# block 1

## config.mk

```make
export PLATFORM = sky130hd
export DESIGN_NAME = instr_sequencer
export DESIGN_NICKNAME = d
export VERILOG_FILES = /design/src/rtl/instr_sequencer.sv
export SDC_FILE = /design/constraint.sdc
export NUM_CORES = 1
export LEC_CHECK = 0
export CAP_MARGIN = 20
export CORE_AREA = 4 4 91 127
export DETAILED_ROUTE_END_ITERATION = 8
export DIE_AREA = 0 0 95 131
export PLACE_DENSITY_LB_ADDON = 0.12
export SLEW_MARGIN = 40
export SYNTH_ARGS = -nofsm -noshare
export SYNTH_HDL_FRONTEND = slang
export SYNTH_SLANG_ARGS = --single-unit
```

## constraint.sdc

```tcl
create_clock -name clk -period 5.1 [get_ports clk]
set_input_delay 0.51 -clock clk [delete_from_list [all_inputs] [get_ports clk]]
set_output_delay 0.51 -clock clk [all_outputs]
set_load 0.02 [all_outputs]
```

## src/rtl/instr_sequencer.sv

```systemverilog
// ---------------------------------------------------------------------------
// instr_sequencer
//   Multi-cycle control FSM for the single-issue datapath. Owns the PC, fetches
//   one instruction from a 1-cycle-latency instruction memory, decodes it,
//   issues it to the ALU over a req/ack handshake and then computes the next PC.
//   Sequence per instruction: FETCH -> WAIT -> DECODE -> EXEC -> NEXT.
//
// Ports
//   clk, rst            rising-edge clock, synchronous active-high reset
//   start               1-cycle pulse, leaves IDLE and fetches from PC=0
//   imem_rd_en/addr     instruction memory read strobe and address (=pc)
//   imem_rdata          instruction word, valid the cycle after imem_rd_en
//   alu_req/alu_ack     ALU handshake; alu_req held until alu_ack
//   alu_opcode..jtarget instruction fields presented to the ALU
//   alu_result/taken    ALU outputs, sampled on alu_ack
//   last_result         result of the last retired instruction
//   pc                  current PC
//   busy/halted/err     status: running / halt instruction seen / ALU timeout
//   retired_cnt         (only with INSTR_SEQ_PERF_EN) saturating count of
//                       retired instructions
//
// Build option: define INSTR_SEQ_PERF_EN to add the retired_cnt output.
// ---------------------------------------------------------------------------
module instr_sequencer #(
  parameter int PC_W        = 5,
  parameter int ALU_TIMEOUT = 15
) (
  input  logic            clk,
  input  logic            rst,
  input  logic            start,
  output logic            imem_rd_en,
  output logic [PC_W-1:0] imem_addr,
  input  logic [31:0]     imem_rdata,
  output logic            alu_req,
  input  logic            alu_ack,
  output logic [5:0]      alu_opcode,
  output logic [5:0]      alu_funct,
  output logic [4:0]      alu_rs,
  output logic [4:0]      alu_rt,
  output logic [4:0]      alu_rd,
  output logic [15:0]     alu_imm,
  output logic [25:0]     alu_jtarget,
  input  logic [31:0]     alu_result,
  input  logic            alu_taken,
  output logic [31:0]     last_result,
  output logic [PC_W-1:0] pc,
  output logic            busy,
  output logic            halted,
  output logic            err
`ifdef INSTR_SEQ_PERF_EN
  ,
  output logic [15:0]     retired_cnt
`endif
);

  typedef enum logic [2:0] {
    S_IDLE, S_FETCH, S_WAIT, S_DECODE, S_EXEC, S_NEXT, S_HALT, S_ERR
  } state_t;

  // Value of wait_cnt_reg on the last cycle an ack is still accepted.
  localparam logic [7:0] WAIT_LAST = 8'(ALU_TIMEOUT - 1);

  localparam logic [5:0] OP_BEQ  = 6'd10;
  localparam logic [5:0] OP_BNE  = 6'd11;
  localparam logic [5:0] OP_J    = 6'd17;
  localparam logic [5:0] OP_HALT = 6'd63;

  state_t            state_reg;
  logic [PC_W-1:0]   pc_reg;
  logic [PC_W-1:0]   pc_next;
  logic [31:0]       ir_reg;
  logic [31:0]       last_result_reg;
  logic              taken_reg;
  logic [7:0]        wait_cnt_reg;
  logic              rd_en_reg;
  logic              req_reg;
  logic              busy_reg;
  logic              halted_reg;
  logic              err_reg;
  logic [5:0]        opcode_reg;
  logic [5:0]        funct_reg;
  logic [4:0]        rs_reg;
  logic [4:0]        rt_reg;
  logic [4:0]        rd_reg;
  logic [15:0]       imm_reg;
  logic [25:0]       jtarget_reg;
`ifdef INSTR_SEQ_PERF_EN
  logic [15:0]       retired_reg;
`endif

  // Next PC from the fields of the instruction that just executed.
  // Sums are PC_W wide, so wrap from the top of memory to 0 is implicit.
  always_comb begin
    pc_next = pc_reg + PC_W'(1);
    if ((opcode_reg == OP_BEQ || opcode_reg == OP_BNE) && taken_reg) begin
      pc_next = pc_reg + PC_W'(1) + imm_reg[PC_W-1:0];
    end else if (opcode_reg == OP_J) begin
      pc_next = jtarget_reg[PC_W-1:0];
    end
  end

  always_ff @(posedge clk) begin
    if (rst) begin
      state_reg       <= S_IDLE;
      pc_reg          <= '0;
      ir_reg          <= '0;
      last_result_reg <= '0;
      taken_reg       <= 1'b0;
      wait_cnt_reg    <= '0;
      rd_en_reg       <= 1'b0;
      req_reg         <= 1'b0;
      busy_reg        <= 1'b0;
      halted_reg      <= 1'b0;
      err_reg         <= 1'b0;
      opcode_reg      <= '0;
      funct_reg       <= '0;
      rs_reg          <= '0;
      rt_reg          <= '0;
      rd_reg          <= '0;
      imm_reg         <= '0;
      jtarget_reg     <= '0;
`ifdef INSTR_SEQ_PERF_EN
      retired_reg     <= '0;
`endif
    end else begin
      case (state_reg)
        S_IDLE: begin
          if (start) begin
            state_reg <= S_FETCH;
            rd_en_reg <= 1'b1;
            busy_reg  <= 1'b1;
          end
        end
        S_FETCH: begin
          rd_en_reg <= 1'b0;
          state_reg <= S_WAIT;
        end
        S_WAIT: begin
          ir_reg    <= imem_rdata;
          state_reg <= S_DECODE;
        end
        S_DECODE: begin
          if (ir_reg == 32'hFFFF_FFFF || ir_reg[31:26] == OP_HALT) begin
            state_reg  <= S_HALT;
            halted_reg <= 1'b1;
            busy_reg   <= 1'b0;
          end else begin
            opcode_reg   <= ir_reg[31:26];
            funct_reg    <= ir_reg[5:0];
            rs_reg       <= ir_reg[25:21];
            rt_reg       <= ir_reg[20:16];
            rd_reg       <= ir_reg[15:11];
            imm_reg      <= ir_reg[15:0];
            jtarget_reg  <= ir_reg[25:0];
            req_reg      <= 1'b1;
            wait_cnt_reg <= '0;
            state_reg    <= S_EXEC;
          end
        end
        S_EXEC: begin
          // Ack wins over timeout when both land in the same cycle.
          if (alu_ack) begin
            last_result_reg <= alu_result;
            taken_reg       <= alu_taken;
            req_reg         <= 1'b0;
            state_reg       <= S_NEXT;
          end else if (wait_cnt_reg == WAIT_LAST) begin
            req_reg   <= 1'b0;
            err_reg   <= 1'b1;
            busy_reg  <= 1'b0;
            state_reg <= S_ERR;
          end else begin
            wait_cnt_reg <= wait_cnt_reg + 8'd1;
          end
        end
        S_NEXT: begin
          pc_reg    <= pc_next;
          rd_en_reg <= 1'b1;
          state_reg <= S_FETCH;
`ifdef INSTR_SEQ_PERF_EN
          if (retired_reg != 16'hFFFF) begin
            retired_reg <= retired_reg + 16'd1;
          end
`endif
        end
        S_HALT, S_ERR: begin
          // Terminal until reset.
        end
        default: state_reg <= S_IDLE;
      endcase
    end
  end

  assign imem_rd_en  = rd_en_reg;
  assign imem_addr   = pc_reg;
  assign pc          = pc_reg;
  assign alu_req     = req_reg;
  assign alu_opcode  = opcode_reg;
  assign alu_funct   = funct_reg;
  assign alu_rs      = rs_reg;
  assign alu_rt      = rt_reg;
  assign alu_rd      = rd_reg;
  assign alu_imm     = imm_reg;
  assign alu_jtarget = jtarget_reg;
  assign last_result = last_result_reg;
  assign busy        = busy_reg;
  assign halted      = halted_reg;
  assign err         = err_reg;
`ifdef INSTR_SEQ_PERF_EN
  assign retired_cnt = retired_reg;
`endif

endmodule

```

# block 2

**config.mk**
```make
export PLATFORM = sky130hd
export DESIGN_NAME = fetch_unit
export DESIGN_NICKNAME = d
export VERILOG_FILES = /design/src/rtl/fetch_unit_pkg.sv /design/src/rtl/fetch_unit_branch_lut.sv /design/src/rtl/fetch_unit.sv
export SDC_FILE = /design/constraint.sdc
export NUM_CORES = 1
export LEC_CHECK = 0
export CORE_MARGIN = 10
export CORE_UTILIZATION = 47
export CTS_CLUSTER_SIZE = 14
export DETAILED_ROUTE_END_ITERATION = 10
export GPL_ROUTABILITY_DRIVEN = 0
export GPL_TIMING_DRIVEN = 0
export HOLD_SLACK_MARGIN = 0.1
export PLACE_DENSITY_LB_ADDON = 0.1
export SLEW_MARGIN = 25
export SYNTH_ARGS = -nofsm -noshare
export SYNTH_HDL_FRONTEND = slang
export SYNTH_SLANG_ARGS = --single-unit
```
**constraint.sdc**
```tcl
create_clock -name Clk -period 2.25 [get_ports Clk]
set_input_delay 0.45 -clock Clk [delete_from_list [all_inputs] [get_ports Clk]]
set_output_delay 0.45 -clock Clk [all_outputs]
set_load 0.01 [all_outputs]
```
**src/rtl/fetch_unit_pkg.sv**
```systemverilog
// -----------------------------------------------------------------------------
// fetch_unit_pkg
// Shared definitions for the Lambo fetch sequencer:
//   - fetch_state_t : sequencer state encoding
//   - LUT_W         : width of the stored branch targets
//   - BRANCH_LUT    : 16-entry branch target table, entry 0 unused
// -----------------------------------------------------------------------------
package fetch_unit_pkg;

    typedef enum logic [1:0] {
        ST_IDLE    = 2'd0,
        ST_RUN     = 2'd1,
        ST_LOADREG = 2'd2,
        ST_HALTED  = 2'd3
    } fetch_state_t;

    localparam int unsigned LUT_W = 10;

    // Branch targets for the current program set. Entry 0 is never selected
    // by a real branch; the lookup substitutes PC+1 for it.
    localparam logic [LUT_W-1:0] BRANCH_LUT [16] = '{
        10'h000, // 0: unused
        10'h080, // 1
        10'h100, // 2
        10'h120, // 3
        10'h200, // 4
        10'h00F, // 5
        10'h054, // 6
        10'h3FF, // 7
        10'h1F3, // 8
        10'h030, // 9
        10'h060, // 10
        10'h090, // 11
        10'h0C0, // 12
        10'h0F0, // 13
        10'h150, // 14
        10'h180  // 15
    };

endpackage : fetch_unit_pkg

```
**src/rtl/fetch_unit_branch_lut.sv**
```systemverilog
// -----------------------------------------------------------------------------
// branch_lut
// Combinational branch target lookup, kept apart so the table can be
// regenerated per program set without touching the sequencer.
// Ports:
//   idx_i      : branch LUT index (Instruction[3:0])
//   pc_plus1_i : PC+1, returned for the unused entry 0
//   target_o   : next-PC target
// -----------------------------------------------------------------------------
module branch_lut
    import fetch_unit_pkg::*;
#(
    parameter int unsigned PC_W = 10
) (
    input  logic [3:0]      idx_i,
    input  logic [PC_W-1:0] pc_plus1_i,
    output logic [PC_W-1:0] target_o
);

    always_comb begin
        if (idx_i == 4'd0) begin
            target_o = pc_plus1_i;
        end else begin
            target_o = PC_W'(BRANCH_LUT[idx_i]);
        end
    end

endmodule : branch_lut

```
**src/rtl/fetch_unit.sv**
```systemverilog
// -----------------------------------------------------------------------------
// fetch_unit
// Program counter and fetch sequencer for the 9-bit Lambo core.
// Ports:
//   Clk, ResetN      : clock, asynchronous active-low reset
//   Start, StartAddr : begin execution at StartAddr (IDLE/HALTED only)
//   BranchEn, ConditionBranch, BranchIdx, CmpFlag : branch control
//   Halt, RegSet     : decoder halt / register-load instruction
//   PC               : instruction ROM address
//   IsLoadingReg     : current word is register-load payload
//   Running          : RUN or LOADREG
//   Done             : program halted, held until next Start
//   DbgState         : current sequencer state
//
// Start is a single-cycle pulse with no ready/ack: it is acted on only when
// sampled in IDLE or HALTED and silently dropped in RUN/LOADREG.
// -----------------------------------------------------------------------------
module fetch_unit
    import fetch_unit_pkg::*;
#(
    parameter int unsigned PC_W       = 10,
    parameter int unsigned LOAD_WORDS = 1
) (
    input  logic            Clk,
    input  logic            ResetN,
    input  logic            Start,
    input  logic [PC_W-1:0] StartAddr,
    input  logic            BranchEn,
    input  logic            ConditionBranch,
    input  logic [3:0]      BranchIdx,
    input  logic            CmpFlag,
    input  logic            Halt,
    input  logic            RegSet,
    output logic [PC_W-1:0] PC,
    output logic            IsLoadingReg,
    output logic            Running,
    output logic            Done,
    output fetch_state_t    DbgState
);

    localparam int unsigned CNT_W = $clog2(LOAD_WORDS + 1);

    fetch_state_t     state_q, state_d;
    logic [PC_W-1:0]  pc_q, pc_d;
    logic [CNT_W-1:0] cnt_q, cnt_d;
    logic             done_q, done_d;

    logic [PC_W-1:0]  pc_plus1;
    logic [PC_W-1:0]  lut_target;
    logic             taken;

    // Wraps modulo 2^PC_W by truncation.
    assign pc_plus1 = pc_q + PC_W'(1);
    assign taken    = BranchEn & (~ConditionBranch | CmpFlag);

    branch_lut #(
        .PC_W (PC_W)
    ) u_branch_lut (
        .idx_i      (BranchIdx),
        .pc_plus1_i (pc_plus1),
        .target_o   (lut_target)
    );

    always_ff @(posedge Clk or negedge ResetN) begin
        if (!ResetN) begin
            state_q <= ST_IDLE;
            pc_q    <= '0;
            cnt_q   <= '0;
            done_q  <= 1'b0;
        end else begin
            state_q <= state_d;
            pc_q    <= pc_d;
            cnt_q   <= cnt_d;
            done_q  <= done_d;
        end
    end

    always_comb begin
        state_d = state_q;
        pc_d    = pc_q;
        cnt_d   = cnt_q;
        done_d  = done_q;

        unique case (state_q)
            ST_IDLE, ST_HALTED: begin
                if (Start) begin
                    pc_d    = StartAddr;
                    done_d  = 1'b0;
                    state_d = ST_RUN;
                end
            end

            ST_RUN: begin
                // Halt outranks a branch even though the decoder never
                // raises both.
                if (Halt) begin
                    done_d  = 1'b1;
                    state_d = ST_HALTED;
                end else if (taken) begin
                    pc_d = lut_target;
                end else if (RegSet) begin
                    pc_d    = pc_plus1;
                    cnt_d   = CNT_W'(LOAD_WORDS);
                    state_d = ST_LOADREG;
                end else begin
                    pc_d = pc_plus1;
                end
            end

            ST_LOADREG: begin
                // Decoder inputs are already gated by IsLoadingReg here.
                pc_d  = pc_plus1;
                cnt_d = cnt_q - CNT_W'(1);
                // A zero count is unreachable; treat it as the last word.
                if (cnt_q <= CNT_W'(1)) begin
                    cnt_d   = '0;
                    state_d = ST_RUN;
                end
            end

            default: begin
                state_d = ST_IDLE;
            end
        endcase
    end

    // Moore outputs from the state register only: no path from the decoder
    // back into IsLoadingReg.
    assign PC           = pc_q;
    assign IsLoadingReg = (state_q == ST_LOADREG);
    assign Running      = (state_q == ST_RUN) || (state_q == ST_LOADREG);
    assign Done         = done_q;
    assign DbgState     = state_q;

endmodule : fetch_unit

```
# block 3

<file path="src/rtl/mul_seq_arb_pkg.sv">
// Shared types and constants for the sequenced multiplier
// with two-requester round-robin arbitration.
package mul_seq_pkg;

  localparam int DW_DEF = 8;
  localparam int RW_DEF = DW_DEF + 3;

  typedef enum logic {
    IDLE = 1'b0,
    RUN  = 1'b1
  } state_t;

  localparam logic [1:0] PH_X1 = 2'd0;
  localparam logic [1:0] PH_X3 = 2'd1;
  localparam logic [1:0] PH_X7 = 2'd2;
  localparam logic [1:0] PH_X8 = 2'd3;

endpackage

</file>
<file path="src/rtl/mul_seq_arb_if.sv">
// Request and result handshake bundle.
// slave is the multiplier side, master the client side.
interface mul_seq_arb_if #(
  parameter int DW = 8,
  parameter int RW = DW + 3
);

  logic          req0_valid;
  logic [DW-1:0] req0_data;
  logic          req0_ready;
  logic          req1_valid;
  logic [DW-1:0] req1_data;
  logic          req1_ready;
  logic          res_valid;
  logic          res_ready;
  logic          res_id;
  logic [1:0]    res_phase;
  logic [RW-1:0] res_data;
  logic          busy;

  modport slave (
    input  req0_valid,
    input  req0_data,
    output req0_ready,
    input  req1_valid,
    input  req1_data,
    output req1_ready,
    output res_valid,
    input  res_ready,
    output res_id,
    output res_phase,
    output res_data,
    output busy
  );

  modport master (
    output req0_valid,
    output req0_data,
    input  req0_ready,
    output req1_valid,
    output req1_data,
    input  req1_ready,
    input  res_valid,
    output res_ready,
    input  res_id,
    input  res_phase,
    input  res_data,
    input  busy
  );

endinterface

</file>
<file path="src/rtl/mul_shift_unit.sv">
// Shift/subtract product of an operand for one beat phase:
// x1, x3, x7, x8, zero-extended to the result width.
module mul_shift_unit
  import mul_seq_pkg::*;
#(
  parameter int DW = DW_DEF,
  parameter int RW = DW + 3
) (
  input  logic [DW-1:0] operand,
  input  logic [1:0]    phase,
  output logic [RW-1:0] product
);

  logic [RW-1:0] ext;

  assign ext = RW'(operand);

  always_comb begin
    product = '0;
    unique case (phase)
      PH_X1: product = ext;
      PH_X3: product = (ext << 2) - ext;
      PH_X7: product = (ext << 3) - ext;
      PH_X8: product = ext << 3;
    endcase
  end

endmodule

</file>
<file path="src/rtl/mul_seq_arb.sv">
// Two-requester sequenced multiplier: each accepted operand
// emits four beats (x1, x3, x7, x8) with round-robin grant.
module mul_seq_arb
  import mul_seq_pkg::*;
#(
  parameter int DW = DW_DEF,
  parameter int RW = DW + 3
) (
  input logic          clk,
  input logic          rst,
  mul_seq_arb_if.slave bus
);

  state_t        state;
  logic [1:0]    phase;
  logic [DW-1:0] opnd;
  logic          id;
  logic          last_id;

  logic          win;
  logic          g0;
  logic          g1;
  logic          acc;
  logic          nxt_id;
  logic [DW-1:0] nxt_d;
  logic [RW-1:0] prod;

  // Accept on idle, or on the final beat being consumed
  always_comb begin
    win = (state == IDLE) ||
          (state == RUN && phase == PH_X8 && bus.res_ready);
    g0 = !rst && win && bus.req0_valid &&
         (!bus.req1_valid || last_id);
    g1 = !rst && win && bus.req1_valid &&
         (!bus.req0_valid || !last_id);
    acc    = g0 || g1;
    nxt_id = g1;
    nxt_d  = g1 ? bus.req1_data : bus.req0_data;
  end

  assign bus.req0_ready = g0;
  assign bus.req1_ready = g1;

  always_ff @(posedge clk or posedge rst) begin
    if (rst) begin
      state   <= IDLE;
      phase   <= PH_X1;
      opnd    <= '0;
      id      <= 1'b0;
      last_id <= 1'b1;
    end else begin
      unique case (state)
        IDLE: begin
          if (acc) begin
            state   <= RUN;
            phase   <= PH_X1;
            opnd    <= nxt_d;
            id      <= nxt_id;
            last_id <= nxt_id;
          end
        end
        RUN: begin
          if (bus.res_ready) begin
            if (phase == PH_X8) begin
              if (acc) begin
                phase   <= PH_X1;
                opnd    <= nxt_d;
                id      <= nxt_id;
                last_id <= nxt_id;
              end else begin
                state <= IDLE;
              end
            end else begin
              phase <= phase + 2'd1;
            end
          end
        end
      endcase
    end
  end

  // Outputs come straight off registers, so they hold in IDLE
  mul_shift_unit #(
    .DW(DW),
    .RW(RW)
  ) u_shift (
    .operand(opnd),
    .phase  (phase),
    .product(prod)
  );

  assign bus.res_valid = (state == RUN);
  assign bus.busy      = (state == RUN);
  assign bus.res_id    = id;
  assign bus.res_phase = phase;
  assign bus.res_data  = prod;

endmodule

</file>
<file path="src/flat_wrapper.sv">
// flat-port wrapper written by rule: the top's interface ports become plain ports
module mul_seq_arb_flat import mul_seq_pkg::*;
#(
  parameter int DW = DW_DEF,
  parameter int RW = DW + 3
)
  (clk, rst, bus_req0_valid, bus_req0_data, bus_req0_ready, bus_req1_valid, bus_req1_data, bus_req1_ready, bus_res_valid, bus_res_ready, bus_res_id, bus_res_phase, bus_res_data, bus_busy);
  mul_seq_arb_if #(.DW(DW), .RW(RW)) bus_i ();
  input logic clk;
  input logic rst;
  input wire logic [$bits(bus_i.req0_valid)-1:0] bus_req0_valid;
  input wire logic [$bits(bus_i.req0_data)-1:0] bus_req0_data;
  output wire logic [$bits(bus_i.req0_ready)-1:0] bus_req0_ready;
  input wire logic [$bits(bus_i.req1_valid)-1:0] bus_req1_valid;
  input wire logic [$bits(bus_i.req1_data)-1:0] bus_req1_data;
  output wire logic [$bits(bus_i.req1_ready)-1:0] bus_req1_ready;
  output wire logic [$bits(bus_i.res_valid)-1:0] bus_res_valid;
  input wire logic [$bits(bus_i.res_ready)-1:0] bus_res_ready;
  output wire logic [$bits(bus_i.res_id)-1:0] bus_res_id;
  output wire logic [$bits(bus_i.res_phase)-1:0] bus_res_phase;
  output wire logic [$bits(bus_i.res_data)-1:0] bus_res_data;
  output wire logic [$bits(bus_i.busy)-1:0] bus_busy;
  assign bus_i.req0_valid = bus_req0_valid;
  assign bus_i.req0_data = bus_req0_data;
  assign bus_req0_ready = bus_i.req0_ready;
  assign bus_i.req1_valid = bus_req1_valid;
  assign bus_i.req1_data = bus_req1_data;
  assign bus_req1_ready = bus_i.req1_ready;
  assign bus_res_valid = bus_i.res_valid;
  assign bus_i.res_ready = bus_res_ready;
  assign bus_res_id = bus_i.res_id;
  assign bus_res_phase = bus_i.res_phase;
  assign bus_res_data = bus_i.res_data;
  assign bus_busy = bus_i.busy;
  mul_seq_arb #(.DW(DW), .RW(RW)) u_core (.clk(clk), .rst(rst), .bus(bus_i));
endmodule
</file>
<file path="config.mk">
export PLATFORM = sky130hd
export DESIGN_NAME = mul_seq_arb_flat
export DESIGN_NICKNAME = d
export VERILOG_FILES = /design/src/rtl/mul_seq_arb_pkg.sv /design/src/rtl/mul_seq_arb_if.sv /design/src/rtl/mul_shift_unit.sv /design/src/rtl/mul_seq_arb.sv /design/src/flat_wrapper.sv
export SDC_FILE = /design/constraint.sdc
export NUM_CORES = 1
export LEC_CHECK = 0
export CAP_MARGIN = 5
export CORE_MARGIN = 8
export CORE_UTILIZATION = 54
export CTS_BUF_LIST = sky130_fd_sc_hd__clkbuf_8
export DETAILED_ROUTE_END_ITERATION = 8
export GPL_ROUTABILITY_DRIVEN = 0
export GPL_TIMING_DRIVEN = 0
export HOLD_SLACK_MARGIN = 0.05
export PLACE_DENSITY = 0.95
export SLEW_MARGIN = 20
export SYNTH_ARGS = -nofsm -noshare
export SYNTH_HDL_FRONTEND = slang
export SYNTH_SLANG_ARGS = --single-unit
export TNS_END_PERCENT = 50
</file>
<file path="constraint.sdc">
create_clock -name clk -period 7.3 [get_ports clk]
set_clock_uncertainty 0.2 [all_clocks]
set_input_delay 1.46 -clock clk [delete_from_list [all_inputs] [get_ports clk]]
set_output_delay 1.46 -clock clk [all_outputs]
set_load 0.005 [all_outputs]
</file>
# block 4

===== src/rtl/bit_serial_pkg.sv =====
// Shared types, defaults and helpers for the bit-serial transmitter and its matching receiver.
package bit_serial_pkg;

  typedef enum logic [1:0] {IDLE, SHIFT, GAP} ser_state_t;

  localparam int WIDTH_DEF = 8;
  localparam int GAP_DEF   = 1;

  // Even parity over any vector up to 64 bits; narrower vectors are zero-extended by the caller.
  function automatic logic even_parity(input logic [63:0] vec);
    return ^vec;
  endfunction

endpackage


===== src/rtl/bit_serializer_if.sv =====
// Word-side handshake and bit-side strobe bundle of the serializer.
// master = producer/sink environment, slave = the serializer itself.
interface bit_serializer_if
  import bit_serial_pkg::*;
#(
  parameter int WIDTH = WIDTH_DEF
);

  logic [WIDTH-1:0] in_data;
  logic             in_valid;
  logic             in_ready;
  logic             ser_hold;
  logic             ser_data;
  logic             ser_en;
  logic             ser_last;
  logic             busy;

  modport master (
    output in_data, in_valid, ser_hold,
    input  in_ready, ser_data, ser_en, ser_last, busy
  );

  modport slave (
    input  in_data, in_valid, ser_hold,
    output in_ready, ser_data, ser_en, ser_last, busy
  );

endinterface


===== src/rtl/bit_serializer_ser_bit_counter.sv =====
// Loadable up-counter with enable and a terminal-count flag; used for both bit and gap counting.
module ser_bit_counter #(
  parameter int W        = 4,
  parameter int TERMINAL = 1
) (
  input  logic         clk,
  input  logic         reset,
  input  logic         load,
  input  logic [W-1:0] load_val,
  input  logic         en,
  output logic         tc
);

  logic [W-1:0] count;

  // Load wins over enable so a new word or gap always starts from a known value.
  always_ff @(posedge clk) begin
    if (reset)
      count <= '0;
    else if (load)
      count <= load_val;
    else if (en)
      count <= count + 1'b1;
  end

  assign tc = (count == W'(TERMINAL));

endmodule


===== src/rtl/bit_serializer.sv =====
// Parallel-to-serial transmitter: one word in over valid/ready, one bit per cycle out with a strobe.
// Optional feature: define PARITY_EN to append an even-parity bit after the data bits.
module bit_serializer
  import bit_serial_pkg::*;
#(
  parameter int WIDTH      = WIDTH_DEF,
  parameter bit MSB_FIRST  = 1'b1,
  parameter int GAP_CYCLES = GAP_DEF
) (
  input logic             clk,
  input logic             reset,
  bit_serializer_if.slave bus
);

`ifdef PARITY_EN
  localparam int NBITS = WIDTH + 1;
`else
  localparam int NBITS = WIDTH;
`endif
  localparam int CW     = $clog2(WIDTH + 1);
  localparam int GW     = (GAP_CYCLES < 1) ? 1 : $clog2(GAP_CYCLES + 1);
  localparam int GAP_TC = (GAP_CYCLES < 1) ? 0 : GAP_CYCLES - 1;

  ser_state_t       state;
  logic [NBITS-1:0] sreg;
  logic [NBITS-1:0] load_word;
  logic             bit_tc;
  logic             gap_tc;
  logic             accept;
  logic             advance;
  logic             last_bit;

  assign accept   = (state == IDLE) && bus.in_valid;
  assign advance  = (state == SHIFT) && !bus.ser_hold;
  assign last_bit = advance && bit_tc;

  // The parity bit sits at the far end of the shift register so it leaves after the data.
`ifdef PARITY_EN
  assign load_word = MSB_FIRST ? {bus.in_data, even_parity(64'(bus.in_data))}
                               : {even_parity(64'(bus.in_data)), bus.in_data};
`else
  assign load_word = bus.in_data;
`endif

  ser_bit_counter #(
    .W        (CW),
    .TERMINAL (NBITS - 1)
  ) u_bit_count (
    .clk      (clk),
    .reset    (reset),
    .load     (accept),
    .load_val ('0),
    .en       (advance && !bit_tc),
    .tc       (bit_tc)
  );

  ser_bit_counter #(
    .W        (GW),
    .TERMINAL (GAP_TC)
  ) u_gap_count (
    .clk      (clk),
    .reset    (reset),
    .load     (last_bit),
    .load_val ('0),
    .en       ((state == GAP) && !gap_tc),
    .tc       (gap_tc)
  );

  always_ff @(posedge clk) begin
    if (reset) begin
      state <= IDLE;
      sreg  <= '0;
    end else begin
      case (state)
        IDLE: begin
          if (bus.in_valid) begin
            sreg  <= load_word;
            state <= SHIFT;
          end
        end
        SHIFT: begin
          if (!bus.ser_hold) begin
            sreg <= MSB_FIRST ? (sreg << 1) : (sreg >> 1);
            if (bit_tc)
              state <= (GAP_CYCLES == 0) ? IDLE : GAP;
          end
        end
        GAP: begin
          if (gap_tc)
            state <= IDLE;
        end
        default: state <= IDLE;
      endcase
    end
  end

  // ser_data keeps showing the pending bit under hold; only ser_en and ser_last drop.
  assign bus.in_ready = (state == IDLE);
  assign bus.busy     = (state != IDLE);
  assign bus.ser_en   = advance;
  assign bus.ser_last = last_bit;
  assign bus.ser_data = (state == SHIFT) && (MSB_FIRST ? sreg[NBITS-1] : sreg[0]);

endmodule


===== src/flat_wrapper.sv =====
// flat-port wrapper written by rule: the top's interface ports become plain ports
module bit_serializer_flat import bit_serial_pkg::*;
#(
  parameter int WIDTH      = WIDTH_DEF,
  parameter bit MSB_FIRST  = 1'b1,
  parameter int GAP_CYCLES = GAP_DEF
)
  (clk, reset, bus_in_data, bus_in_valid, bus_ser_hold, bus_in_ready, bus_ser_data, bus_ser_en, bus_ser_last, bus_busy);
  bit_serializer_if #(.WIDTH(WIDTH)) bus_i ();
  input logic clk;
  input logic reset;
  input wire logic [$bits(bus_i.in_data)-1:0] bus_in_data;
  input wire logic [$bits(bus_i.in_valid)-1:0] bus_in_valid;
  input wire logic [$bits(bus_i.ser_hold)-1:0] bus_ser_hold;
  output wire logic [$bits(bus_i.in_ready)-1:0] bus_in_ready;
  output wire logic [$bits(bus_i.ser_data)-1:0] bus_ser_data;
  output wire logic [$bits(bus_i.ser_en)-1:0] bus_ser_en;
  output wire logic [$bits(bus_i.ser_last)-1:0] bus_ser_last;
  output wire logic [$bits(bus_i.busy)-1:0] bus_busy;
  assign bus_i.in_data = bus_in_data;
  assign bus_i.in_valid = bus_in_valid;
  assign bus_i.ser_hold = bus_ser_hold;
  assign bus_in_ready = bus_i.in_ready;
  assign bus_ser_data = bus_i.ser_data;
  assign bus_ser_en = bus_i.ser_en;
  assign bus_ser_last = bus_i.ser_last;
  assign bus_busy = bus_i.busy;
  bit_serializer #(.WIDTH(WIDTH), .MSB_FIRST(MSB_FIRST), .GAP_CYCLES(GAP_CYCLES)) u_core (.clk(clk), .reset(reset), .bus(bus_i));
endmodule

===== config.mk =====
export PLATFORM = sky130hd
export DESIGN_NAME = bit_serializer_flat
export DESIGN_NICKNAME = d
export VERILOG_FILES = /design/src/rtl/bit_serial_pkg.sv /design/src/rtl/bit_serializer_if.sv /design/src/rtl/bit_serializer_ser_bit_counter.sv /design/src/rtl/bit_serializer.sv /design/src/flat_wrapper.sv
export SDC_FILE = /design/constraint.sdc
export NUM_CORES = 1
export LEC_CHECK = 0
export CORE_ASPECT_RATIO = 1.2
export CORE_UTILIZATION = 53
export DETAILED_ROUTE_END_ITERATION = 6
export PLACE_DENSITY_LB_ADDON = 0.25
export SYNTH_ARGS = -nofsm -noshare
export SYNTH_HDL_FRONTEND = slang
export SYNTH_HIERARCHICAL = 1
export SYNTH_SLANG_ARGS = --single-unit

===== constraint.sdc =====
create_clock -name clk -period 3.3 [get_ports clk]
set_clock_uncertainty 0.15 [all_clocks]
set_input_delay 0.66 -clock clk [delete_from_list [all_inputs] [get_ports clk]]
set_output_delay 0.66 -clock clk [all_outputs]
set_load 0.1 [all_outputs]

**Block 2: track usage over the die**

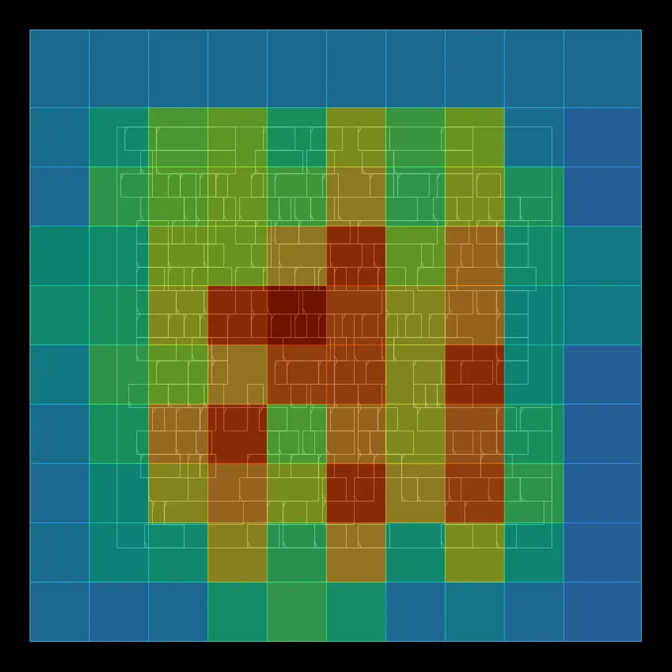
GRT busiest layer: met2
GR Layer Usage met1: 18.2%
final core occ: 67.1%

**Block 2: local utilization**

The bar under the picture is 20 um long. The die is cut into 7 by 7 equal tiles; dark blue is low, red is high, 0 to 100% covered.
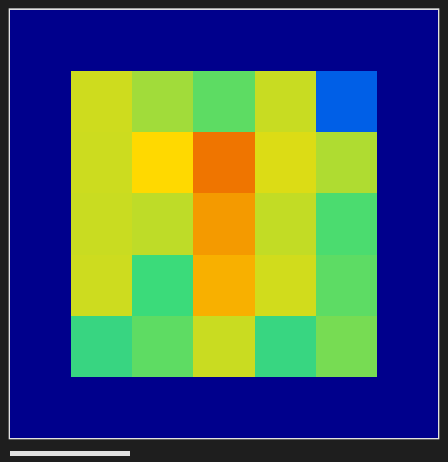
mean over tiles: 32%
densest ninth of the die: middle
emptiest ninth of the die: top right

==> results.txt, block 2 <==
flow finished, numbers: Seq power 0.517 mW, reg2reg path depth 7, H-tree depth 1, Post-Synth Adder-Cell Area 9.16%, yosys cell count 147, Comb group 1.55 mW, CP Class reg2out, die footprint 0.00506 mm^2, Top cell excl fill/tap clkdlybuf4s50_1, stage-log warning count 32, ys flop type dfrtp_1, Clock Path Buffers 2, dpl hpwl 3020 um, Pwr top combinational cells, EDFF count, synth 0, Clock Sinks 13, crit path to Running, setup violators final 0, Slowest cell on crit path dfrtp_1, Final Hold Fails 0, Die Height 71.1 um, crit path launch type flop, Mux area share 2.65%, Min Hold Slack 0.559 ns, DR pass1 iterations 4, Synth flops 13, Final #Nets 218, total grt overflow 0, core area 0.00248 mm^2, combinational cell fraction of total power 69.6%, asr flop ratio synth 100%, TritonCTS Buffers 3, CP max FO 10, normalized max-slew margin 55.5%, internal power 1.16 mW, Initial DRC Count 96, clock-pin slew on the worst setup and hold paths 0.09 ns, Cell Rows 18, power per cell area 1340 mW/mm^2, Period minus WS final 2.05 ns, status complete, no violations
[block 2: routing by layer]
layer | GRT usage (%) | wire length [um] | vias up
met2 | 24.1 | 1760 | 58
met5 | 0 | 0 | -
met3 | 2.37 | 226 | 6
met1 | 18.2 | 1710 | 604
met4 | 6.02 | 65 | 0
li1 | - | - | 627
[block 2: cell type report]
type                       instances  area [um^2]
multi-input combinational        121          860
fill                             232          815
timing repair buffer              35          347
sequential                        13          325
buffer                             6         37.5
tap                               30         37.5
inverter                           7         30.0
clock buffer                       4         26.3
[block 2: metrics by stage]
stage	std cells	instance area (um^2)
finish	216	1660
global route	216	1660
CTS	216	1640
detailed placement	212	1620
global placement	212	1620
floorplan	147	1230
[block 2: sequential cells by signal, summed over array words and instances (netlist names)]
signal and flops:
DbgState 2, Done 1, PC 10
[block 2: repair_timing]
item / 4_1_cts / 5_1_grt
pin swaps: 0 / 0
setup buffers: 0 / 0
endpoints found under the setup margin: 5 / 6
endpoints found under the hold margin: 0 / 0
gates cloned: 0 / 0
gates resized: 3 / 7
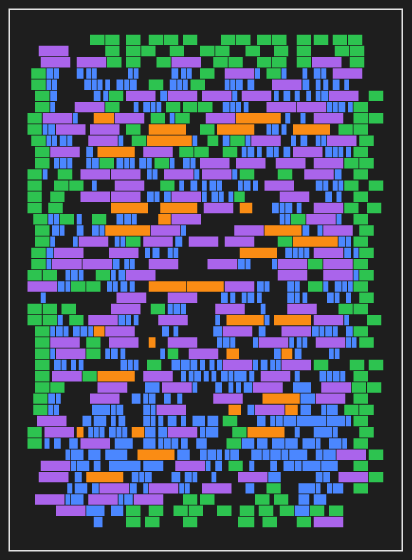
**Above:** block 1 (placed cells, one color a class).
| color | class | cells | share of their area |
|---|---|---|---|
| orange | clock drivers and dummy loads | 32 | 9.2% |
| purple | registers | 118 | 34% |
| blue | remaining logic cells | 424 | 30% |
| green | remaining buffers and delay cells | 187 | 27% |

**Block 1: routed metal per tile**

The bar under the picture is 20 um long. The die is cut into 19 by 26 equal tiles; dark blue is low, red is high, scaled to the fullest tile. Values are wire area over tile area, all layers added.
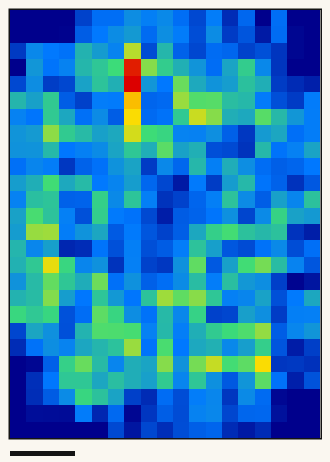
tiles over half the peak: 9.7%
fullest tile: 0.59
densest ninth of the die: top middle
nearly empty tiles: 7.9%
WL/cell: 14.3 um
DR vias: 4494
WL final: 12900 um

==> results.txt, block 1 <==
flow finished, numbers: status complete, no violations, flop count 118, clock power share 52.2%, combinational cell fraction of total power 7.7%, Initial DRC Count 172, final worst-path cycle share 43.9%, DR pass1 iterations 4, met1 WL 5090 um, power in the clock group 1.27 mW, asr flop ratio synth 0%, simple share 22.6%, multi-input gates 420, CP cell instances ha_1, fa_1, a21o_1, a21oi_1, o21ai_0, a211oi_1, o32ai_1, GRT busiest layer met2, Post-Synth Adder-Cell Area 2.19%, Register Area 0.00236 mm^2, Signal buffers 187, Arrival @ worst endpoint 2.49 ns, crit path launch type flop, total grt overflow 0, met2 Use GR 35.3%, XORs/XNORs by Area 2.32%, Synth-to-Final Area Change 45.4%, Period minus WS final 2.24 ns, start of the worst register-to-register path imem_addr[0], min-delay src ir_reg[8], H-tree depth 4, Via density 5.00, maximum operating frequency 447 MHz, clock-pin slew on the worst setup and hold paths 0.06 ns, Seq power 0.973 mW, flop-to-flop setup slack 2.86 ns, most frequent cells in the layout nand2_1 (200), clkdlybuf4s50_1 (183), dfxtp_1 (118), CP Class reg2reg, clock buffers 18, TAP cells 138, syn nets 698, Max Cap Viol 0, Worst Skew 0.00925 ns, Mux area share 0.868%, CP peak stage delay 0.45 ns
## block 1: cell families after synthesis
| family | count (synthesis) |
|---|---|
| flops | 118 |
| simple gates | 268 |
| fa+ha+maj | 8 |
| compound gates | 127 |
| buf+inv | 83 |
| mux | 4 |
| xor+xnor | 13 |
## block 1: worst max-delay path: cells and delay by family (launching register included)
kind | cells | cell delay (ns)
flip-flops | 1 | 0.42
AND-OR/OR-AND | 5 | 0.91
adder cells (fa/ha/maj) | 2 | 0.76
## block 1: metrics by stage
stage                     setup WS, ns  std cells  util, %  cell area (um^2)  power (mW)
final                             2.86        899     68.9              7130        2.43
after CTS                         2.84        899     68.9              7130        2.45
after global routing              2.69        899     68.9              7130        2.51
after floorplan                   2.90        621        -              4900        1.09
after global placement            2.58        867     62.6              6480        1.18
after detailed placement          2.75        867     62.7              6490        1.18
## block 1: how the worst max path moves through the flow
stage | end | start | cells after the start
floorplan | imem_addr[4] | imem_addr[0] | 7
global placement | taken_reg | alu_ack | 4
detailed placement | wait_cnt_reg[5] | alu_ack | 6
CTS | imem_addr[4] | imem_addr[0] | 7
global route | imem_addr[4] | imem_addr[0] | 7
finish | imem_addr[4] | imem_addr[0] | 7
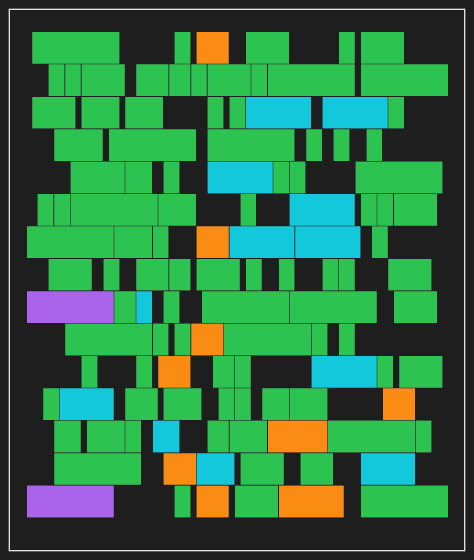
**Above:** block 4 (sizing map).
| color | size | cells | share |
|---|---|---|---|
| orange | x3 and x4 | 9 | 7.8% |
| green | x1 and smaller | 92 | 80% |
| purple | x6 and larger | 2 | 1.7% |
| cyan | x2 | 12 | 10% |

==> results.txt, block 4 <==
flow finished, numbers: vias in the first global route 608, Cell Rows 15, Root Driver clkbuf_4, Final Cell Area 0.00105 mm^2, Mux area share 3.77%, net switching power 0.128 mW, flop-to-flop setup slack 1.15 ns, Worst Hold Depth 2, post-route insts no fill 132, Post-Route Setup TNS 0 ns, WP buf/inv 2, Via density 5.05, Die Height 45.3 um, Crit path depth 4, WP data required 2.49 ns, H-tree depth 1, power in the clock group 0.102 mW, Period minus WS final 2.78 ns, CP max FO 4, Min Hold Slack 0.322 ns, Insertion Delay late pin 0.27 ns, Netlist cell types 31, Clock Sinks 15, status complete, no violations, Hold Path End u_core/sreg[2], power per cell area 398 mW/mm^2, Synthesis Warnings 6, Final Hold Fails 0
block 4: routing by layer:
layer	share of wire [%]	global-route usage [%]	vias up	wire length, um
met1	44	22.5	306	623
met4	0.91	10.7	0	13
met5	0	0	-	0
met2	51	34.9	11	732
met3	3.9	2.96	2	56
li1	-	-	348	-
block 4: layout make-up:
| type | instances | area (um^2) |
|---|---|---|
| inverter | 15 | 56.3 |
| timing repair buffer | 17 | 180 |
| fill | 120 | 398 |
| multi-input combinational | 64 | 463 |
| sequential | 15 | 300 |
| clock buffer | 4 | 26.3 |
| tap | 17 | 21.3 |
block 4: cells in the mapped netlist:
library cell and instances:
nor3b_1 2, clkbuf_1 1, a32oi_1 1, nor2_1 21
a211oi_2 1, o21a_1 2, xnor2_1 3, dfxtp_1 15
mux2_1 1, nand4_1 1, inv_2 1, buf_4 1
nor2b_1 1, mux2i_1 2, a21oi_1 4, a2111oi_2 7
xor2_1 1, and3b_1 1, conb_1 1, o21ai_0 1
a21o_4 1, ha_1 1, inv_1 14, nand2_1 2
or3b_1 2, nand2b_4 1, a211oi_1 1, buf_2 2
a21o_2 1, nand2b_1 1, buf_6 1
**Block 3: placed cells, one color a class**

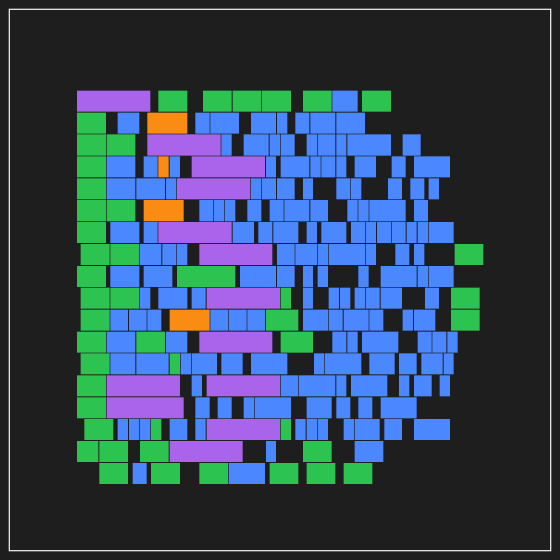
| color | class | cells | share of their area |
|---|---|---|---|
| purple | registers | 13 | 18% |
| orange | clock drivers and dummy loads | 4 | 2.5% |
| green | remaining buffers and delay cells | 46 | 24% |
| blue | remaining logic cells | 160 | 55% |
core area: 0.00248 mm^2
fraction of area in registers: 17.4%
Final Cell Area: 0.00187 mm^2
Cell Rows: 18
final core occ: 75.6%

**Block 3: track usage over the die**

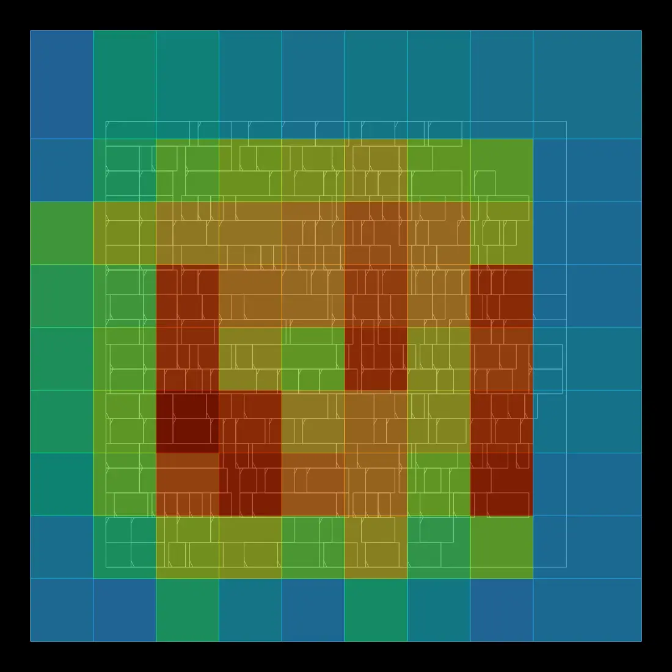
GRT busiest layer: met2
GR Layer Usage met1: 18.5%
WL/cell: 15.3 um

==> results.txt, block 3 <==
flow finished, numbers: GR Layer Usage met3 4.19%, Mux area share 7.10%, Mapped Area 0.00141 mm^2, CP peak stage delay 0.50 ns, TritonCTS Buffers 3, Ant. Diodes 0, Final Hold Fails 0, post-synthesis cell count 181, Pwr top combinational cells, Synth flops 13, Clock Path Buffers 2, Data buffer area share 23.8%, I/O pin total 39, reg2reg path depth 7, TAP cells 30, Post-Route Setup TNS 0 ns, status complete, no violations, Seq power 0.158 mW, post-route insts no fill 253, Area-dominant class multi-input combinational cells, most frequent CP cell ha_1, vias in the first global route 1507, logic area 962 um^2, asr flop ratio synth 100%, start of the worst register-to-register path u_core.bus.res_phase[1], flop count 13, largest net degree at the start of global routing 14, die footprint 0.00450 mm^2, fp_density 56.9%, syn nets 213, post-CTS sizing 0, first-pass GRT wire length 6470 um, Pwr Total 1.07 mW, Slowest cell on crit path clkdlybuf4s50_1
block 3: path summary, 6_finish.rpt:
check / end / slack [ns]
max: bus_res_data[9] / 2.34
min: u_core.bus.res_id / 0.30
max reg2reg: u_core.opnd[4] / 5.13
min reg2reg: u_core.bus.res_id / 0.30
max in group asynchronous: u_core.last_id / 5.16
min in group asynchronous: u_core.opnd[3] / 1.39
block 3: layout by cell type (no fill, tap or decap), drive strengths merged, types with 2 or more instances in the layout:
master         count
nor2              10
nand3              3
nor3               3
and2               2
inv               16
a21o               2
and3               3
clkdlybuf4s50     38
o31ai              2
nand3b             2
a21oi              8
nand2             31
clkbuf             7
ha                11
nor2b              2
buf                4
mux2i             10
xnor2              4
dfrtp             12
or3                3
o21ai             24
nand2b             5
block 3: sequential cells by signal, indices dropped and copies added (netlist names):
register / count
u_core.last_id: 1
u_core.bus.res_phase: 2
u_core.bus.busy: 1
u_core.bus.res_id: 1
u_core.opnd: 8
block 3: cells by family after synthesis:
logic type	count (synthesis)
DFF	13
xor gates and xnor gates	5
buffers and inverters	23
muxes	10
adders and majority gates	11
and+or+nand+nor	69
AOI/OAI and AO/OA	50

# block 5

===== src/rtl/bp_pkg.sv =====
// Shared types and address-field helpers for the branch target buffer.
package bp_pkg;

  typedef logic [1:0] ctr_t;

  localparam ctr_t CTR_SNT = 2'b00;
  localparam ctr_t CTR_WNT = 2'b01;
  localparam ctr_t CTR_WT  = 2'b10;
  localparam ctr_t CTR_ST  = 2'b11;

  // Helpers work on a 64-bit zero-extended address so any word_width up to 64 fits;
  // callers truncate the result to their field width.
  function automatic logic [63:0] bp_index(input logic [63:0] addr, input int index_bits);
    logic [63:0] mask;
    mask = (64'd1 << index_bits) - 64'd1;
    return (addr >> 2) & mask;
  endfunction

  function automatic logic [63:0] bp_tag(input logic [63:0] addr, input int index_bits);
    return addr >> (index_bits + 2);
  endfunction

endpackage


===== src/rtl/bp_sat_ctr.sv =====
// 2-bit saturating counter next-state: increment on taken, decrement otherwise, clamped.
module bp_sat_ctr
  import bp_pkg::*;
(
  input  ctr_t ctr,
  input  logic inc,
  output ctr_t ctr_nxt
);

  always_comb begin
    ctr_nxt = ctr;
    if (inc) begin
      if (ctr != CTR_ST) ctr_nxt = ctr + 2'd1;
    end else begin
      if (ctr != CTR_SNT) ctr_nxt = ctr - 2'd1;
    end
  end

endmodule


===== src/rtl/branch_predictor.sv =====
// Direct-mapped BTB with 2-bit counters: zero-latency lookup, registered training,
// and a running mispredict counter.
module branch_predictor
  import bp_pkg::*;
#(
  parameter int   word_width = 32,
  parameter int   index_bits = 4,
  parameter ctr_t reset_ctr  = CTR_WNT
) (
  input  logic                  clk,
  input  logic                  reset,
  input  logic [word_width-1:0] inst_addr,
  input  logic                  stall,
  input  logic                  redirect,
  output logic                  pred_branch,
  output logic [word_width-1:0] pred_branch_addr,
  input  logic                  upd_valid,
  input  logic [word_width-1:0] upd_pc,
  input  logic                  upd_taken,
  input  logic [word_width-1:0] upd_target,
  input  logic                  upd_pred_taken,
  output logic [word_width-1:0] mispredict_count
);

  localparam int ENTRIES = 1 << index_bits;
  localparam int TAG_W   = word_width - index_bits - 2;

  logic                  valid_q  [ENTRIES];
  logic                  valid_d  [ENTRIES];
  logic [TAG_W-1:0]      tag_q    [ENTRIES];
  logic [TAG_W-1:0]      tag_d    [ENTRIES];
  logic [word_width-1:0] target_q [ENTRIES];
  logic [word_width-1:0] target_d [ENTRIES];
  ctr_t                  ctr_q    [ENTRIES];
  ctr_t                  ctr_d    [ENTRIES];
  logic [word_width-1:0] mis_cnt_q, mis_cnt_d;

  logic [index_bits-1:0] lk_idx, up_idx;
  logic [TAG_W-1:0]      lk_tag, up_tag;
  logic                  lk_hit, up_hit;
  ctr_t                  up_ctr_nxt;

  assign lk_idx = index_bits'(bp_index(64'(inst_addr), index_bits));
  assign lk_tag = TAG_W'(bp_tag(64'(inst_addr), index_bits));
  assign up_idx = index_bits'(bp_index(64'(upd_pc), index_bits));
  assign up_tag = TAG_W'(bp_tag(64'(upd_pc), index_bits));

  // Lookup reads current state only; a same-cycle update is not bypassed.
  assign lk_hit           = valid_q[lk_idx] && (tag_q[lk_idx] == lk_tag);
  assign pred_branch      = lk_hit && ctr_q[lk_idx][1] && !stall && !redirect && reset;
  assign pred_branch_addr = lk_hit ? target_q[lk_idx] : '0;
  assign mispredict_count = mis_cnt_q;

  assign up_hit = valid_q[up_idx] && (tag_q[up_idx] == up_tag);

  bp_sat_ctr u_sat_ctr (
    .ctr     (ctr_q[up_idx]),
    .inc     (upd_taken),
    .ctr_nxt (up_ctr_nxt)
  );

  always_comb begin
    valid_d   = valid_q;
    tag_d     = tag_q;
    target_d  = target_q;
    ctr_d     = ctr_q;
    mis_cnt_d = mis_cnt_q;
    if (upd_valid) begin
      if (up_hit) begin
        ctr_d[up_idx] = up_ctr_nxt;
        if (upd_taken) target_d[up_idx] = upd_target;
      end else if (upd_taken) begin
        valid_d[up_idx]  = 1'b1;
        tag_d[up_idx]    = up_tag;
        target_d[up_idx] = upd_target;
        ctr_d[up_idx]    = CTR_WT;
      end
      if (upd_taken != upd_pred_taken) mis_cnt_d = mis_cnt_q + word_width'(1);
    end
  end

  always_ff @(posedge clk) begin
    if (!reset) begin
      for (int i = 0; i < ENTRIES; i++) begin
        valid_q[i]  <= 1'b0;
        tag_q[i]    <= '0;
        target_q[i] <= '0;
        ctr_q[i]    <= reset_ctr;
      end
      mis_cnt_q <= '0;
    end else begin
      valid_q   <= valid_d;
      tag_q     <= tag_d;
      target_q  <= target_d;
      ctr_q     <= ctr_d;
      mis_cnt_q <= mis_cnt_d;
    end
  end

endmodule


===== config.mk =====
export PLATFORM = sky130hd
export DESIGN_NAME = branch_predictor
export DESIGN_NICKNAME = d
export VERILOG_FILES = /design/src/rtl/bp_pkg.sv /design/src/rtl/bp_sat_ctr.sv /design/src/rtl/branch_predictor.sv
export SDC_FILE = /design/constraint.sdc
export NUM_CORES = 2
export LEC_CHECK = 0
export ABC_AREA = 1
export CORE_ASPECT_RATIO = 1.1
export CORE_MARGIN = 2
export CORE_UTILIZATION = 33
export CTS_CLUSTER_DIAMETER = 200
export DETAILED_ROUTE_END_ITERATION = 8
export GPL_TIMING_DRIVEN = 0
export HOLD_SLACK_MARGIN = 0.15
export PLACE_DENSITY = 0.52
export SLEW_MARGIN = 5
export SYNTH_ARGS = -nofsm -noshare
export SYNTH_HDL_FRONTEND = slang
export SYNTH_SLANG_ARGS = --single-unit

===== constraint.sdc =====
create_clock -name clk -period 3.66 [get_ports clk]
set_input_delay 0.732 -clock clk [delete_from_list [all_inputs] [get_ports clk]]
set_output_delay 0.732 -clock clk [all_outputs]
set_load 0.01 [all_outputs]

**Block 5: track usage over the die**

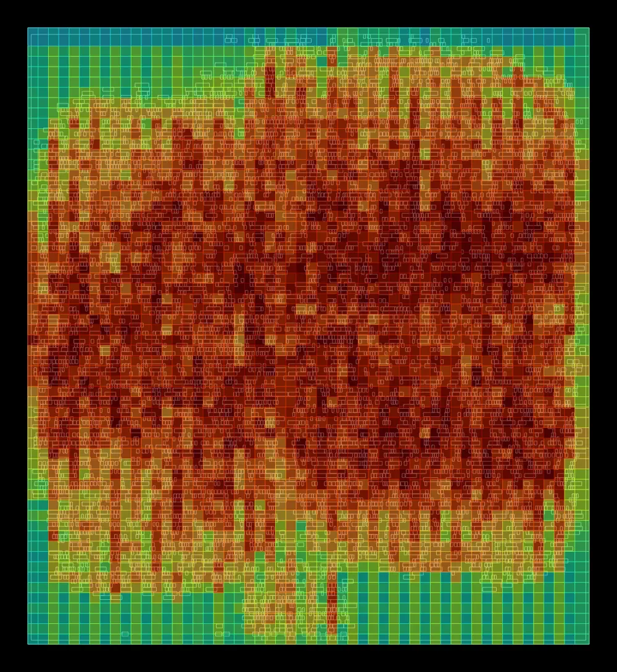
met2 Use GR: 63.8%
GR Layer Usage met3: 11.7%
final core occ: 40.9%

[power by group]
part	switching, mW	internal [mW]	total [mW]
sequential	0.0671	11.1	11.2
combinational	3.03	0.975	4.01
clock	5.38	6.74	12.1
total	8.49	18.8	27.3
[sequential cells by signal (all words and copies together) (netlist names)]
signal / flops
target_q: 512
valid_q: 16
tag_q: 416
mispredict_count: 32
ctr_q: 32
[layout make-up]
type	count	area, um^2	area share (%)
multi-input cells	5247	25200	41.0
flip-flops and latches	1008	20200	32.8
plain buffers	661	5000	8.13
clock buffers	182	3530	5.75
inverters	741	2810	4.57
well taps	1963	2460	3.99
repair buffers	194	2010	3.27
clock inverters	31	272	0.441
diodes	17	42.5	0.0691
[timing repair]
item | in CTS | in global routing
setup buffers | 28 | 21
setup endpoints to repair | 767 | 594
pin swaps | 39 | 48
gates resized | 1015 | 231
gates cloned | 3 | 4
[layout by cell type (no fill, tap or decap), drive strengths merged, types with 11 or more instances in the layout]
cell type,instances
a21oi,1271
buf,303
clkbuf,622
clkdlybuf4s50,101
clkinv,33
dfxtp,1008
diode,17
inv,734
nand2,1366
nand3,232
nand4,15
nor2,795
nor3,35
o211ai,89
o21a,21
o21ai,1300
o221ai,11
o22ai,61
==> results.txt <==
flow finished, numbers: power per cell area 444 mW/mm^2, DR vias 60.7k, Synth-to-Final Area Change 22.9%, CP cell instances buf_6, clkinvlp_4, buf_4, clkbuf_8, clkbuf_1, a21oi_1, o21a_1, nor3_1, o22ai_1, nor2_4, buf_6, Post-Synth Adder-Cell Area 0.0250%, Top cell area share 40.3%, H-tree depth 3, yosys cell count 7657, Synth top cell by count nand2_1, Synth flops 1008, Max Cap Viol 1, Root Driver clkbuf_16, Mapped Area 0.0500 mm^2, cell family with most CP delay buffers and inverters, TritonCTS Buffers 118, Worst Skew 0.0477 ns, ratio of cells with drive above 1 in the final layout 10.6%, Clock Sinks 1008, crit path to pred_branch_addr[3], Least-Margin Pin Slew 1.57 ns, comb area leader AND-OR/OR-AND gates, Buffers on Ports 137, status finished with violations, WP buf/inv 6, setup ws final -0.921 ns, Cell Rows 149, Via density 6.05, Post-CTS Hold Buffers 0, normalized max-slew margin -4.66%, Worst Hold Depth 3, failing checks capacitance limit, slew limit, setup timing, setup violators final 69, Hold Path End tag_q[106], synth top area cells dfxtp_1 (40%), a21oi_1 (13%), nand2_1 (10%), o21ai_0 (9.9%), nor2_1 (5.9%), fin. max-slew vios 11, met3 wire len 37700 um, Synth top cells by count nand2_1 (1348), a21oi_1 (1271), dfxtp_1 (1008), Min Hold Slack 0.379 ns, Pleak 22.9 nW, crit path launch type input port, Yosys chip area 0.0500 mm^2


==> gallery <==
Local utilization.
Plate I
The bar under the picture is 10 um long. The die is cut into 8 by 9 equal tiles; dark blue is low, red is high, 0 to 100% covered.
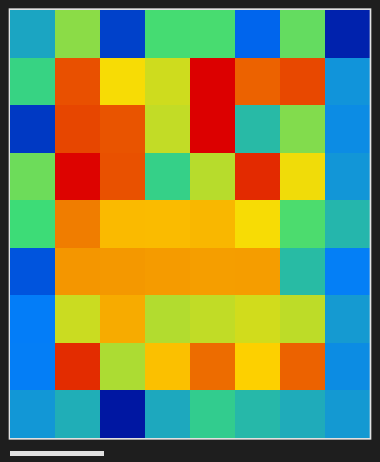
Plate II
The bar under the picture is 100 um long. The die is cut into 19 by 21 equal tiles; dark blue is low, red is high, 0 to 100% covered.
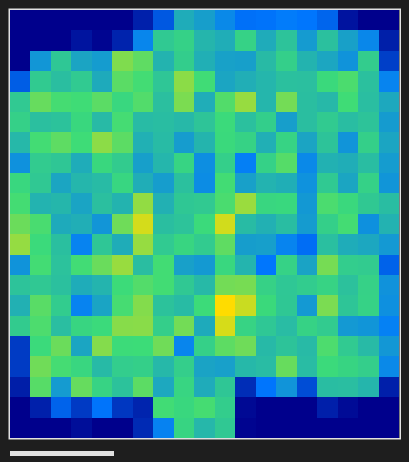
Plate III
The bar under the picture is 20 um long. The die is cut into 10 by 13 equal tiles; dark blue is low, red is high, 0 to 100% covered.
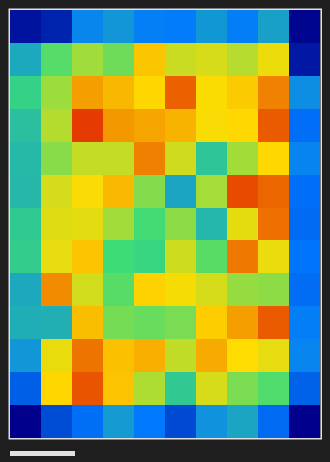
Plate IV
The bar under the picture is 20 um long. The die is cut into 7 by 7 equal tiles; dark blue is low, red is high, 0 to 100% covered.
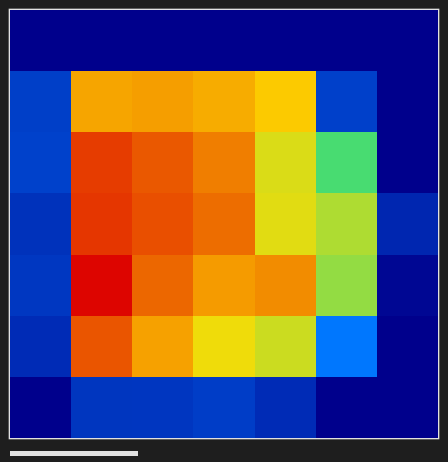
- block 4 = Plate I
- block 3 = Plate IV
- block 1 = Plate III
- block 5 = Plate II

Key to Plate III:
tiles over 75% full: 26%
fullest tile: 93%
mean over tiles: 56%
nearly empty tiles: 2.3%

Power figures rest on the tool's default switching activity, not on a simulated workload.
